# block 1

Figure 1. The clock network (block 1).
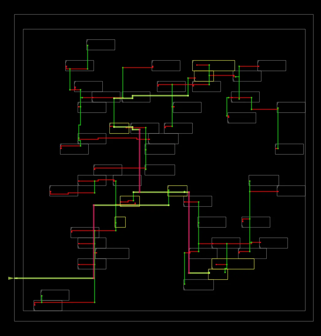

[config.mk]
export PLATFORM = sky130hd
export DESIGN_NAME = draw_sequencer_flat
export DESIGN_NICKNAME = d
export VERILOG_FILES = /design/src/rtl/draw_pkg.sv /design/src/rtl/draw_sequencer_if.sv /design/src/rtl/frame_tick_gen.sv /design/src/rtl/draw_sequencer.sv /design/src/flat_wrapper.sv
export SDC_FILE = /design/constraint.sdc
export NUM_CORES = 1
export LEC_CHECK = 0
export ABC_AREA = 1
export CAP_MARGIN = 25
export CORE_AREA = 2 2 76 78
export CTS_BUF_LIST = sky130_fd_sc_hd__clkbuf_8 sky130_fd_sc_hd__clkbuf_16
export DETAILED_ROUTE_END_ITERATION = 16
export DIE_AREA = 0 0 78 80
export MAX_ROUTING_LAYER = met4
export PLACE_DENSITY = 0.78
export SLEW_MARGIN = 20
export SYNTH_ARGS = -nofsm -noshare
export SYNTH_HDL_FRONTEND = slang
export SYNTH_HIERARCHICAL = 1
export SYNTH_SLANG_ARGS = --single-unit
[constraint.sdc]
create_clock -name clock -period 1.4 [get_ports clock]
set_input_delay 0.14 -clock clock [delete_from_list [all_inputs] [get_ports clock]]
set_output_delay 0.14 -clock clock [all_outputs]
set_load 0.05 [all_outputs]
[src/rtl/draw_pkg.sv]
// rtl/draw_pkg.sv - shared state encodings, pixel widths and screen limits for the draw sequencer
package draw_pkg;

  localparam int X_W          = 8;
  localparam int Y_W          = 7;
  localparam int COLOUR_W     = 3;
  localparam int SCREEN_W_DEF = 160;
  localparam int SCREEN_H_DEF = 120;

  typedef enum logic [2:0] {
    ST_IDLE = 3'd0,
    ST_BG   = 3'd1,
    ST_OBJ  = 3'd2,
    ST_GO   = 3'd3,
    ST_HOLD = 3'd4
  } state_t;

  typedef struct packed {
    logic [X_W-1:0]      x;
    logic [Y_W-1:0]      y;
    logic [COLOUR_W-1:0] colour;
  } pixel_t;

  // x==w shows up while a client wraps to the next row, so the bound is strict
  function automatic logic pixel_on_screen(input pixel_t p, input int w, input int h);
    return (32'(p.x) < 32'(w)) && (32'(p.y) < 32'(h));
  endfunction

endpackage

[src/rtl/draw_sequencer_if.sv]
// rtl/draw_sequencer_if.sv - client enable/done/pixel bundle plus the VGA pixel-write port
interface draw_sequencer_if;
  import draw_pkg::*;

  logic                bg_en;
  logic                bg_done;
  logic [X_W-1:0]      bg_x;
  logic [Y_W-1:0]      bg_y;
  logic [COLOUR_W-1:0] bg_colour;

  logic                obj_en;
  logic                obj_done;
  logic [X_W-1:0]      obj_x;
  logic [Y_W-1:0]      obj_y;
  logic [COLOUR_W-1:0] obj_colour;

  logic                go_en;
  logic                go_done;
  logic [X_W-1:0]      go_x;
  logic [Y_W-1:0]      go_y;
  logic [COLOUR_W-1:0] go_colour;

  logic [X_W-1:0]      vga_x;
  logic [Y_W-1:0]      vga_y;
  logic [COLOUR_W-1:0] vga_colour;
  logic                vga_plot;
  logic                frame_start;

  modport master (
    output bg_en, obj_en, go_en,
    output vga_x, vga_y, vga_colour, vga_plot, frame_start,
    input  bg_done, bg_x, bg_y, bg_colour,
    input  obj_done, obj_x, obj_y, obj_colour,
    input  go_done, go_x, go_y, go_colour
  );

  modport slave (
    input  bg_en, obj_en, go_en,
    input  vga_x, vga_y, vga_colour, vga_plot, frame_start,
    output bg_done, bg_x, bg_y, bg_colour,
    output obj_done, obj_x, obj_y, obj_colour,
    output go_done, go_x, go_y, go_colour
  );

endinterface

[src/rtl/frame_tick_gen.sv]
// rtl/frame_tick_gen.sv - frame period counter with one-deep pending flag (optional overrun count: DRAW_SEQ_OVERRUN_EN)
module frame_tick_gen #(
  parameter int FRAME_TICKS = 833333
) (
  input  logic        clock,
  input  logic        resetn,
  input  logic        clear_pending,
  output logic        pending
`ifdef DRAW_SEQ_OVERRUN_EN
  ,
  output logic [15:0] overrun_cnt
`endif
);

  localparam int CNT_W = (FRAME_TICKS > 1) ? $clog2(FRAME_TICKS) : 1;
  localparam logic [CNT_W-1:0] LAST = CNT_W'(FRAME_TICKS - 1);

  logic [CNT_W-1:0] count;
  logic             tick;

  assign tick = (count == LAST);

  // free-running frame counter, wraps on the tick cycle
  always_ff @(posedge clock) begin
    if (!resetn) begin
      count <= '0;
    end else if (tick) begin
      count <= '0;
    end else begin
      count <= count + 1'b1;
    end
  end

  // a tick landing on the consume cycle refills the slot rather than being lost
  always_ff @(posedge clock) begin
    if (!resetn) begin
      pending <= 1'b0;
    end else begin
      pending <= tick | (pending & ~clear_pending);
    end
  end

`ifdef DRAW_SEQ_OVERRUN_EN
  // count ticks that find the slot still full: a frame missed its deadline
  always_ff @(posedge clock) begin
    if (!resetn) begin
      overrun_cnt <= '0;
    end else if (tick && pending && !clear_pending && (overrun_cnt != 16'hFFFF)) begin
      overrun_cnt <= overrun_cnt + 16'd1;
    end
  end
`endif

endmodule

[src/rtl/draw_sequencer.sv]
// rtl/draw_sequencer.sv - per-frame BG/OBJ/GO client sequencer with registered VGA pixel port (option: DRAW_SEQ_OVERRUN_EN)
module draw_sequencer
  import draw_pkg::*;
#(
  parameter int FRAME_TICKS = 833333,
  parameter int SCREEN_W    = SCREEN_W_DEF,
  parameter int SCREEN_H    = SCREEN_H_DEF
) (
  input  logic        clock,
  input  logic        resetn,
  input  logic        game_over,
  input  logic        restart,
  draw_sequencer_if.master bus
`ifdef DRAW_SEQ_OVERRUN_EN
  ,
  output logic [15:0] overrun_cnt
`endif
);

  state_t state;
  state_t state_next;
  logic   pending;
  logic   clear_pending;
  logic   frame_start_c;

  pixel_t sel_pix;
  logic   sel_active;
  logic   sel_done;

  pixel_t vga_pix_q;
  logic   vga_plot_q;

  frame_tick_gen #(
    .FRAME_TICKS(FRAME_TICKS)
  ) u_tick (
    .clock        (clock),
    .resetn       (resetn),
    .clear_pending(clear_pending),
    .pending      (pending)
`ifdef DRAW_SEQ_OVERRUN_EN
    ,
    .overrun_cnt  (overrun_cnt)
`endif
  );

  // state register; reset aborts whichever client is running
  always_ff @(posedge clock) begin
    if (!resetn) begin
      state <= ST_IDLE;
    end else begin
      state <= state_next;
    end
  end

  // next state, frame start and pending consume; game_over only matters at the IDLE decision
  always_comb begin
    state_next    = state;
    clear_pending = 1'b0;
    frame_start_c = 1'b0;
    case (state)
      ST_IDLE: begin
        if (pending) begin
          clear_pending = 1'b1;
          frame_start_c = 1'b1;
          state_next    = game_over ? ST_GO : ST_BG;
        end
      end
      ST_BG:   if (bus.bg_done)  state_next = ST_OBJ;
      ST_OBJ:  if (bus.obj_done) state_next = ST_IDLE;
      ST_GO:   if (bus.go_done)  state_next = ST_HOLD;
      ST_HOLD: if (restart)      state_next = ST_IDLE;
      default: state_next = ST_IDLE;
    endcase
  end

  assign bus.bg_en       = (state == ST_BG);
  assign bus.obj_en      = (state == ST_OBJ);
  assign bus.go_en       = (state == ST_GO);
  assign bus.frame_start = frame_start_c;

  // select the active client's pixel and done; other clients' dones are ignored
  always_comb begin
    sel_pix    = '0;
    sel_active = 1'b0;
    sel_done   = 1'b0;
    case (state)
      ST_BG: begin
        sel_pix    = '{x: bus.bg_x, y: bus.bg_y, colour: bus.bg_colour};
        sel_active = 1'b1;
        sel_done   = bus.bg_done;
      end
      ST_OBJ: begin
        sel_pix    = '{x: bus.obj_x, y: bus.obj_y, colour: bus.obj_colour};
        sel_active = 1'b1;
        sel_done   = bus.obj_done;
      end
      ST_GO: begin
        sel_pix    = '{x: bus.go_x, y: bus.go_y, colour: bus.go_colour};
        sel_active = 1'b1;
        sel_done   = bus.go_done;
      end
      default: begin
        sel_pix    = '0;
        sel_active = 1'b0;
        sel_done   = 1'b0;
      end
    endcase
  end

  // one-cycle pixel register lines up with the clients' ROM read; done cycle never plots
  always_ff @(posedge clock) begin
    if (!resetn) begin
      vga_pix_q  <= '0;
      vga_plot_q <= 1'b0;
    end else begin
      vga_plot_q <= sel_active & ~sel_done & pixel_on_screen(sel_pix, SCREEN_W, SCREEN_H);
      if (sel_active) begin
        vga_pix_q <= sel_pix;
      end
    end
  end

  assign bus.vga_x      = vga_pix_q.x;
  assign bus.vga_y      = vga_pix_q.y;
  assign bus.vga_colour = vga_pix_q.colour;
  assign bus.vga_plot   = vga_plot_q;

endmodule
[src/flat_wrapper.sv]
// flat-port wrapper written by rule: the top's interface ports become plain ports
module draw_sequencer_flat import draw_pkg::*;
#(
  parameter int FRAME_TICKS = 833333,
  parameter int SCREEN_W    = SCREEN_W_DEF,
  parameter int SCREEN_H    = SCREEN_H_DEF
)
  (clock, resetn, game_over, restart, bus_bg_en, bus_obj_en, bus_go_en, bus_vga_x, bus_vga_y, bus_vga_colour, bus_vga_plot, bus_frame_start, bus_bg_done, bus_bg_x, bus_bg_y, bus_bg_colour, bus_obj_done, bus_obj_x, bus_obj_y, bus_obj_colour, bus_go_done, bus_go_x, bus_go_y, bus_go_colour);
  draw_sequencer_if bus_i ();
  input  logic clock;
  input  logic resetn;
  input  logic game_over;
  input  logic restart;
  output wire logic [$bits(bus_i.bg_en)-1:0] bus_bg_en;
  output wire logic [$bits(bus_i.obj_en)-1:0] bus_obj_en;
  output wire logic [$bits(bus_i.go_en)-1:0] bus_go_en;
  output wire logic [$bits(bus_i.vga_x)-1:0] bus_vga_x;
  output wire logic [$bits(bus_i.vga_y)-1:0] bus_vga_y;
  output wire logic [$bits(bus_i.vga_colour)-1:0] bus_vga_colour;
  output wire logic [$bits(bus_i.vga_plot)-1:0] bus_vga_plot;
  output wire logic [$bits(bus_i.frame_start)-1:0] bus_frame_start;
  input wire logic [$bits(bus_i.bg_done)-1:0] bus_bg_done;
  input wire logic [$bits(bus_i.bg_x)-1:0] bus_bg_x;
  input wire logic [$bits(bus_i.bg_y)-1:0] bus_bg_y;
  input wire logic [$bits(bus_i.bg_colour)-1:0] bus_bg_colour;
  input wire logic [$bits(bus_i.obj_done)-1:0] bus_obj_done;
  input wire logic [$bits(bus_i.obj_x)-1:0] bus_obj_x;
  input wire logic [$bits(bus_i.obj_y)-1:0] bus_obj_y;
  input wire logic [$bits(bus_i.obj_colour)-1:0] bus_obj_colour;
  input wire logic [$bits(bus_i.go_done)-1:0] bus_go_done;
  input wire logic [$bits(bus_i.go_x)-1:0] bus_go_x;
  input wire logic [$bits(bus_i.go_y)-1:0] bus_go_y;
  input wire logic [$bits(bus_i.go_colour)-1:0] bus_go_colour;
  assign bus_bg_en = bus_i.bg_en;
  assign bus_obj_en = bus_i.obj_en;
  assign bus_go_en = bus_i.go_en;
  assign bus_vga_x = bus_i.vga_x;
  assign bus_vga_y = bus_i.vga_y;
  assign bus_vga_colour = bus_i.vga_colour;
  assign bus_vga_plot = bus_i.vga_plot;
  assign bus_frame_start = bus_i.frame_start;
  assign bus_i.bg_done = bus_bg_done;
  assign bus_i.bg_x = bus_bg_x;
  assign bus_i.bg_y = bus_bg_y;
  assign bus_i.bg_colour = bus_bg_colour;
  assign bus_i.obj_done = bus_obj_done;
  assign bus_i.obj_x = bus_obj_x;
  assign bus_i.obj_y = bus_obj_y;
  assign bus_i.obj_colour = bus_obj_colour;
  assign bus_i.go_done = bus_go_done;
  assign bus_i.go_x = bus_go_x;
  assign bus_i.go_y = bus_go_y;
  assign bus_i.go_colour = bus_go_colour;
  draw_sequencer #(.FRAME_TICKS(FRAME_TICKS), .SCREEN_W(SCREEN_W), .SCREEN_H(SCREEN_H)) u_core (.clock(clock), .resetn(resetn), .game_over(game_over), .restart(restart), .bus(bus_i));
endmodule
# block 2

`config.mk`:
```
export PLATFORM = sky130hd
export DESIGN_NAME = pipe_ctrl
export DESIGN_NICKNAME = d
export VERILOG_FILES = /design/src/rtl/pipe_ctrl_pkg.sv /design/src/rtl/pipe_ctrl_hazard_detect.sv /design/src/rtl/pipe_ctrl.sv
export SDC_FILE = /design/constraint.sdc
export NUM_CORES = 1
export LEC_CHECK = 0
export ABC_AREA = 1
export ABC_CLOCK_PERIOD_IN_PS = 2500
export CORE_MARGIN = 10
export CORE_UTILIZATION = 43
export DETAILED_ROUTE_END_ITERATION = 8
export PLACE_DENSITY = 0.87
export RECOVER_POWER = 50
export SLEW_MARGIN = 20
export SYNTH_ARGS = -nofsm -noshare
export SYNTH_HDL_FRONTEND = slang
export SYNTH_HIERARCHICAL = 1
export SYNTH_SLANG_ARGS = --single-unit
```
`constraint.sdc`:
```
create_clock -name clk -period 2.5 [get_ports clk]
set_input_delay 0.75 -clock clk [delete_from_list [all_inputs] [get_ports clk]]
set_output_delay 0.75 -clock clk [all_outputs]
set_load 0.05 [all_outputs]
```
`src/rtl/pipe_ctrl_pkg.sv`:
```
// rtl/pipe_ctrl_pkg.sv - shared state encodings and widths for the pipeline sequencer
package pipe_ctrl_pkg;

  localparam int PC_DATA_HIGH_GPR = 32;
  localparam int PC_GPR_AW        = $clog2(PC_DATA_HIGH_GPR);

  localparam logic [1:0] PC_RUN      = 2'd0;
  localparam logic [1:0] PC_MEM_WAIT = 2'd1;
  localparam logic [1:0] PC_FLUSH    = 2'd2;

endpackage

```
`src/rtl/pipe_ctrl_hazard_detect.sv`:
```
// rtl/pipe_ctrl_hazard_detect.sv - load-use hazard compare between EX destination and ID sources
module pipe_ctrl_hazard_detect
  import pipe_ctrl_pkg::*;
#(
  parameter int GPR_AW = PC_GPR_AW
) (
  input  logic              id_en,
  input  logic [GPR_AW-1:0] id_rs1_addr,
  input  logic [GPR_AW-1:0] id_rs2_addr,
  input  logic              id_rs1_used,
  input  logic              id_rs2_used,
  input  logic              ex_en,
  input  logic              ex_is_load,
  input  logic              ex_gpr_we_,
  input  logic [GPR_AW-1:0] ex_dst_addr,
  output logic              lu
);

  logic load_writes;
  logic src_match;

  // x0 is hardwired zero, so a load targeting it never creates a dependency
  assign load_writes = ex_en & ex_is_load & ~ex_gpr_we_ & (ex_dst_addr != '0);
  assign src_match   = (id_rs1_used & (id_rs1_addr == ex_dst_addr)) |
                       (id_rs2_used & (id_rs2_addr == ex_dst_addr));
  assign lu          = load_writes & id_en & src_match;

endmodule

```
`src/rtl/pipe_ctrl.sv`:
```
// rtl/pipe_ctrl.sv - stall/flush sequencer for IF/ID, ID/EX and EX/MEM stage registers
module pipe_ctrl
  import pipe_ctrl_pkg::*;
#(
  parameter int GPR_AW       = PC_GPR_AW,
  parameter int MEM_TIMEOUT  = 256,
  parameter int FLUSH_CYCLES = 1
) (
  input  logic              clk,
  input  logic              reset,
  input  logic              id_en,
  input  logic [GPR_AW-1:0] id_rs1_addr,
  input  logic [GPR_AW-1:0] id_rs2_addr,
  input  logic              id_rs1_used,
  input  logic              id_rs2_used,
  input  logic              ex_en,
  input  logic              ex_is_load,
  input  logic              ex_gpr_we_,
  input  logic [GPR_AW-1:0] ex_dst_addr,
  input  logic              ex_branch_taken,
  input  logic              trap_req,
  input  logic              mem_req,
  input  logic              mem_ack,
  output logic              if_stall,
  output logic              id_stall,
  output logic              ex_stall,
  output logic              id_flush,
  output logic              ex_flush,
  output logic              trap_ack,
  output logic              mem_timeout
);

  localparam int TW = $clog2(MEM_TIMEOUT);
  localparam int FW = $clog2(FLUSH_CYCLES + 1);
  localparam logic [TW-1:0] TCNT_LAST  = TW'(MEM_TIMEOUT - 1);
  localparam logic [FW-1:0] FCNT_START = FW'(FLUSH_CYCLES - 1);
  localparam bit            FLUSH_EXT  = (FLUSH_CYCLES > 1);

  logic [1:0]    state_q, state_d;
  logic [TW-1:0] tcnt_q,  tcnt_d;
  logic [FW-1:0] fcnt_q,  fcnt_d;

  logic lu;
  logic if_stall_c, id_stall_c, ex_stall_c;
  logic id_flush_c, ex_flush_c, trap_ack_c, mem_timeout_c;

  pipe_ctrl_hazard_detect #(
    .GPR_AW (GPR_AW)
  ) u_hazard_detect (
    .id_en       (id_en),
    .id_rs1_addr (id_rs1_addr),
    .id_rs2_addr (id_rs2_addr),
    .id_rs1_used (id_rs1_used),
    .id_rs2_used (id_rs2_used),
    .ex_en       (ex_en),
    .ex_is_load  (ex_is_load),
    .ex_gpr_we_  (ex_gpr_we_),
    .ex_dst_addr (ex_dst_addr),
    .lu          (lu)
  );

  always_comb begin
    state_d       = state_q;
    tcnt_d        = tcnt_q;
    fcnt_d        = fcnt_q;
    if_stall_c    = 1'b0;
    id_stall_c    = 1'b0;
    ex_stall_c    = 1'b0;
    id_flush_c    = 1'b0;
    ex_flush_c    = 1'b0;
    trap_ack_c    = 1'b0;
    mem_timeout_c = 1'b0;

    case (state_q)
      PC_RUN: begin
        if (trap_req || ex_branch_taken) begin
          id_flush_c = 1'b1;
          ex_flush_c = 1'b1;
          trap_ack_c = trap_req;
          if (FLUSH_EXT) begin
            state_d = PC_FLUSH;
            fcnt_d  = FCNT_START;
          end
        end else if (mem_req && !mem_ack) begin
          if_stall_c = 1'b1;
          id_stall_c = 1'b1;
          ex_stall_c = 1'b1;
          state_d    = PC_MEM_WAIT;
          tcnt_d     = '0;
        end else if (lu) begin
          // one bubble into EX while the load drains; it leaves EX on the next edge
          if_stall_c = 1'b1;
          id_stall_c = 1'b1;
          ex_flush_c = 1'b1;
        end
      end

      PC_MEM_WAIT: begin
        if (!mem_ack && (tcnt_q == TCNT_LAST)) begin
          mem_timeout_c = 1'b1;
          id_flush_c    = 1'b1;
          ex_flush_c    = 1'b1;
          state_d       = PC_RUN;
          if (FLUSH_EXT) begin
            state_d = PC_FLUSH;
            fcnt_d  = FCNT_START;
          end
        end else begin
          if_stall_c = 1'b1;
          id_stall_c = 1'b1;
          ex_stall_c = 1'b1;
          if (mem_ack) begin
            state_d = PC_RUN;
          end else begin
            tcnt_d = tcnt_q + TW'(1);
          end
        end
      end

      PC_FLUSH: begin
        id_flush_c = 1'b1;
        ex_flush_c = 1'b1;
        fcnt_d     = fcnt_q - FW'(1);
        if (fcnt_q == FW'(1)) begin
          state_d = PC_RUN;
        end
      end

      default: begin
        state_d = PC_RUN;
      end
    endcase
  end

  always_ff @(posedge clk or negedge reset) begin
    if (!reset) begin
      state_q <= PC_RUN;
      tcnt_q  <= '0;
      fcnt_q  <= '0;
    end else begin
      state_q <= state_d;
      tcnt_q  <= tcnt_d;
      fcnt_q  <= fcnt_d;
    end
  end

  // outputs are forced low for as long as reset is held, not just after the edge
  assign if_stall    = reset & if_stall_c;
  assign id_stall    = reset & id_stall_c;
  assign ex_stall    = reset & ex_stall_c;
  assign id_flush    = reset & id_flush_c;
  assign ex_flush    = reset & ex_flush_c;
  assign trap_ack    = reset & trap_ack_c;
  assign mem_timeout = reset & mem_timeout_c;

endmodule

```

==> screenshots <==
I/O pins on the die edge.
Pins as bars across the die edge, other pins in gray.
shot_01.png
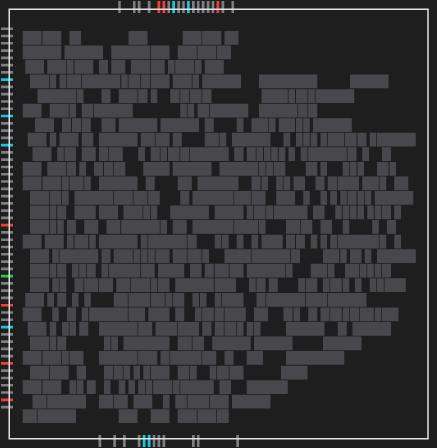
shot_02.png
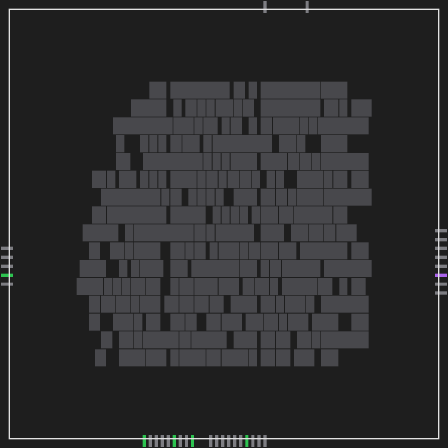
block 2 -> shot_02.png
block 1 -> shot_01.png

Figure 2. Placement by cell class (block 1).
Scale bar: 20 µm.
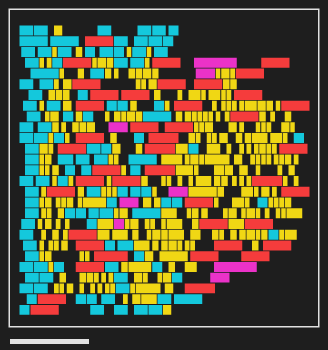
Yellow is all other logic, cells 285. Red is flops, cells 43. Cyan is other buffers and delay cells, cells 110. Magenta is clock drivers and dummy loads, cells 8.
Placeable Area: 5410 µm²
register share of the cell area: 23.8%
fin util: 67.8%
Design Area, Final: 3660 µm²
FP Rows: 27

## Picture notes: Figure 1
Clock Sinks: 43
total CTS buffers: 5
clk ins delay skew pair: 0.31 ns
clk pwr: 1170 µW
Flop Count: 43

==> impl_metrics.yaml, block 1 <==
# implementation run metrics
run_status:
  status: "complete, no violations"
global_routing:
  grt_overflow: 0
yosys:
  synth.avg_cell_area_um2: 7.03
  ys_cells: 335
  top_cells_by_count: "83 x nand2_1, 48 x nor2_1, 43 x dfxtp_1"
final_layout:
  nNonClkInverters: 28
  drive_gt1_share_pct: 23.1
  diodes: 0
  comb_area_share_pct: 37.3
  layout_top_cells: "81 x nand2_1, 60 x clkdlybuf4s50_1, 45 x nor2_1"
sta:
  clock_skew_ns: 0.00859
  hold_violations: 0
floorplanning:
  n_tap_cell: 72
  chipArea_um2: 6240
route:
  vias: 2578
cts:
  cts_root_buf: "clkbuf_8"
setup_path:
  crit_path_end_kind: "output port"
min_path:
  hold_end: "u_core/bus.vga_x[4]$_SDFFE_PN0P_"
placement:
  hpwl_um: 4880
[block 1: per-stage QoR]
| stage | total power, µW | util (%) |
|---|---|---|
| 2_1_floorplan | 3780 | - |
| 3_3_place_gp | 4750 | 61.7 |
| 3_5_place_dp | 4790 | 61.7 |
| 4_1_cts | 6090 | 65.5 |
| 5_1_grt | 6560 | 67.8 |
| 6_report | 6260 | 67.8 |
[block 1: repair_timing]
action,CTS,global route
pin swaps,3,9
endpoints found under the setup margin,4,35
gates resized,7,18
setup buffers,8,8
endpoints found under the hold margin,0,0
gates cloned,0,2
[block 1: report_power, final]
part           leakage [µW]  switching (µW)  total [µW]  internal, µW
sequential         0.000353             199        1690          1490
combinational      0.000995            2060        3400          1340
clock             0.0000644             456        1170           712
[block 1: worst max-delay path: stages (launching register included)]
cell and delay, ns:
dfxtp_4 0.46, nand2_4 0.08, nor2_4 0.14, buf_12 0.12, buf_12 0.12
[block 1: cell families after synthesis]
group,after synthesis,synth area share [%]
xor gates and xnor gates,8,2.97
adders and majority gates,2,1.06
and+or+nand+nor,188,37.6
DFF,43,36.5
AOI/OAI and AO/OA,57,13.3
buffers and inverters,37,8.55
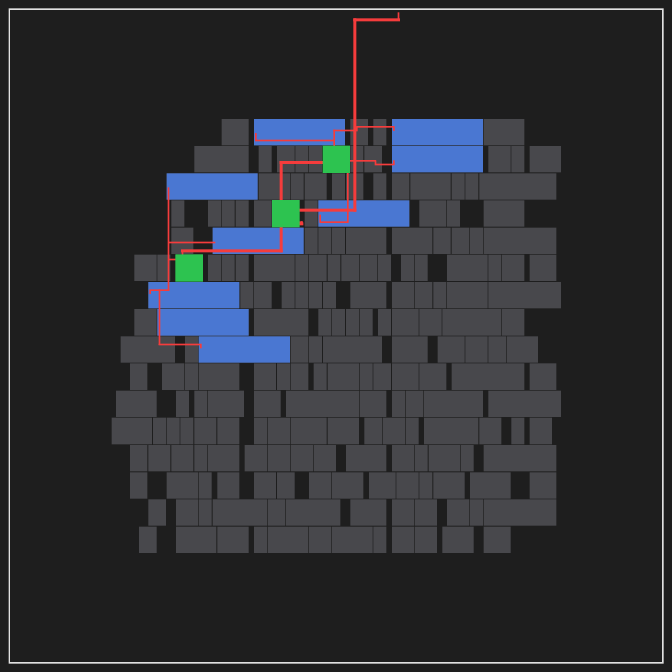
Figure 3: block 2, clock distribution.
Red is clock wires, length 122 µm. Blue is flip-flops, count 9. Green is cells driving clock nets, count 3.
There are 4 routed clock nets.
clk pwr: 112 µW
clk ins delay skew pair: 0.26 ns
Clock Skews: 0.00342 ns

==> impl_metrics.yaml, block 2 <==
# implementation run metrics
setup_path:
  start_kind: "input pin"
  crit_start: "ex_dst_addr[0]"
  slowest_stage: "a21oi_4"
  crit_buf_inv: 3
  cp.arrival_ns: 1.97
  rrSetupSlack_ns: 1.11
  setup.worst_path.end: "if_stall"
  r2r_start: "tcnt_q[1]$_DFFE_PN0P_"
cts:
  clk_pin_slew_ns: 0.06
  clk_path_buf_depth: 2
  postCtsSetupBuffers: 3
  clock-sinks: 9
global_routing:
  grt_pass1_vias: 1115
  grt-busiest-layer: "met2"
  groute.usage.overall_pct: 15.1
  grt_overflow: 0
yosys:
  muxShareOfSynthArea_pct: 0
  synth.avg_cell_area_um2: 5.83
  ff_type: "dfrtp_1"
  top_cells_by_count: "56 x nand2_1, 19 x nor2_1, 16 x inv_1"
  ys_cells: 151
  synth_area_um2: 881
  ys_sh_aoi_pct: 9.09
  syn_nets: 179
route:
  drt_wl_total_um: 3970
  m1WireLength_um: 1420
  via_per_inst: 5.50
  drtIter0Drc: 73
final_layout:
  nNonClkInverters: 21
  final-seq-area_um2: 225
  reg_top3: "tcnt_q: 8 flops, state_q: 1 flops"
  final_cells: 230
  areaGrowthSynthToFinish_pct: 83.7
sta:
  min_period_ns: 2.72
  setup_ws_ns: -0.224
  setup_violations: 3
floorplanning:
  ioPinCount: 34
  die_x_um: 65.3
run_status:
  violations: "negative setup slack"
  status: "finished, violations left"
min_path:
  hold_end: "tcnt_q[2]$_DFFE_PN0P_"
pwr:
  p_clk_share_pct: 21.6
==> block 2: per-stage QoR <==
| stage | hold WS, ns | util (%) | cell area, µm² | total power, µW | setup slack (ns) |
|---|---|---|---|---|---|
| 6_report | 0.592 | 82.5 | 1620 | 520 | -0.224 |
| 5_1_grt | 0.608 | 82.5 | 1620 | 541 | -0.299 |
| 4_1_cts | 0.558 | 74.0 | 1450 | 476 | -0.135 |
| 3_5_place_dp | 0.542 | 71.5 | 1400 | 363 | -0.596 |
| 3_3_place_gp | 0.513 | 71.5 | 1400 | 352 | -0.570 |
| 2_1_floorplan | 0.454 | - | 901 | 256 | -0.212 |
==> block 2: cells in the final DEF (no fill, tap or decap), types with 2 or more instances in the layout <==
cell / instances
a21oi_1: 3
a21oi_4: 2
buf_12: 7
buf_2: 3
buf_4: 12
buf_6: 8
buf_8: 5
clkbuf_1: 4
clkbuf_2: 3
clkbuf_4: 3
dfrtp_1: 9
dlygate4sd2_1: 8
inv_1: 8
inv_2: 8
inv_4: 4
nand2_1: 36
nand2_2: 22
nand2_4: 3
nand3_1: 12
nand3_2: 5
nor2_1: 10
nor2_2: 10
nor2_4: 5
o21ai_0: 2
o21ai_1: 2
o21ai_2: 2


==> screenshots <==
Sizing map.
Scale bar: 20 µm.
image #1
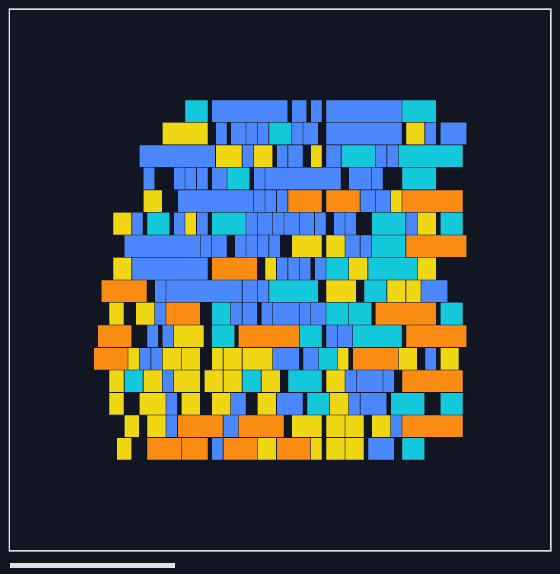
image #2
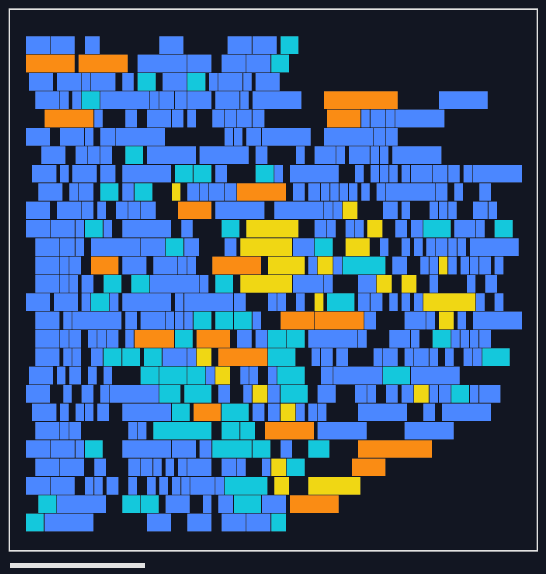
Image #1 is block 2.
Image #2 is block 1.
- largest die: image #2
- most cells: image #2

Key to image #2:
Blue is drive 1 or less, cells 343, share 77%, most used nand2_1. Orange is drive 6 and up, cells 19, share 4.3%, most used buf_12. Cyan is drive 3 to 4, cells 61, share 14%, most used buf_4. Yellow is drive 2, cells 23, share 5.2%, most used nor2_2.

Power figures rest on the tool's default switching activity, not on a simulated workload.
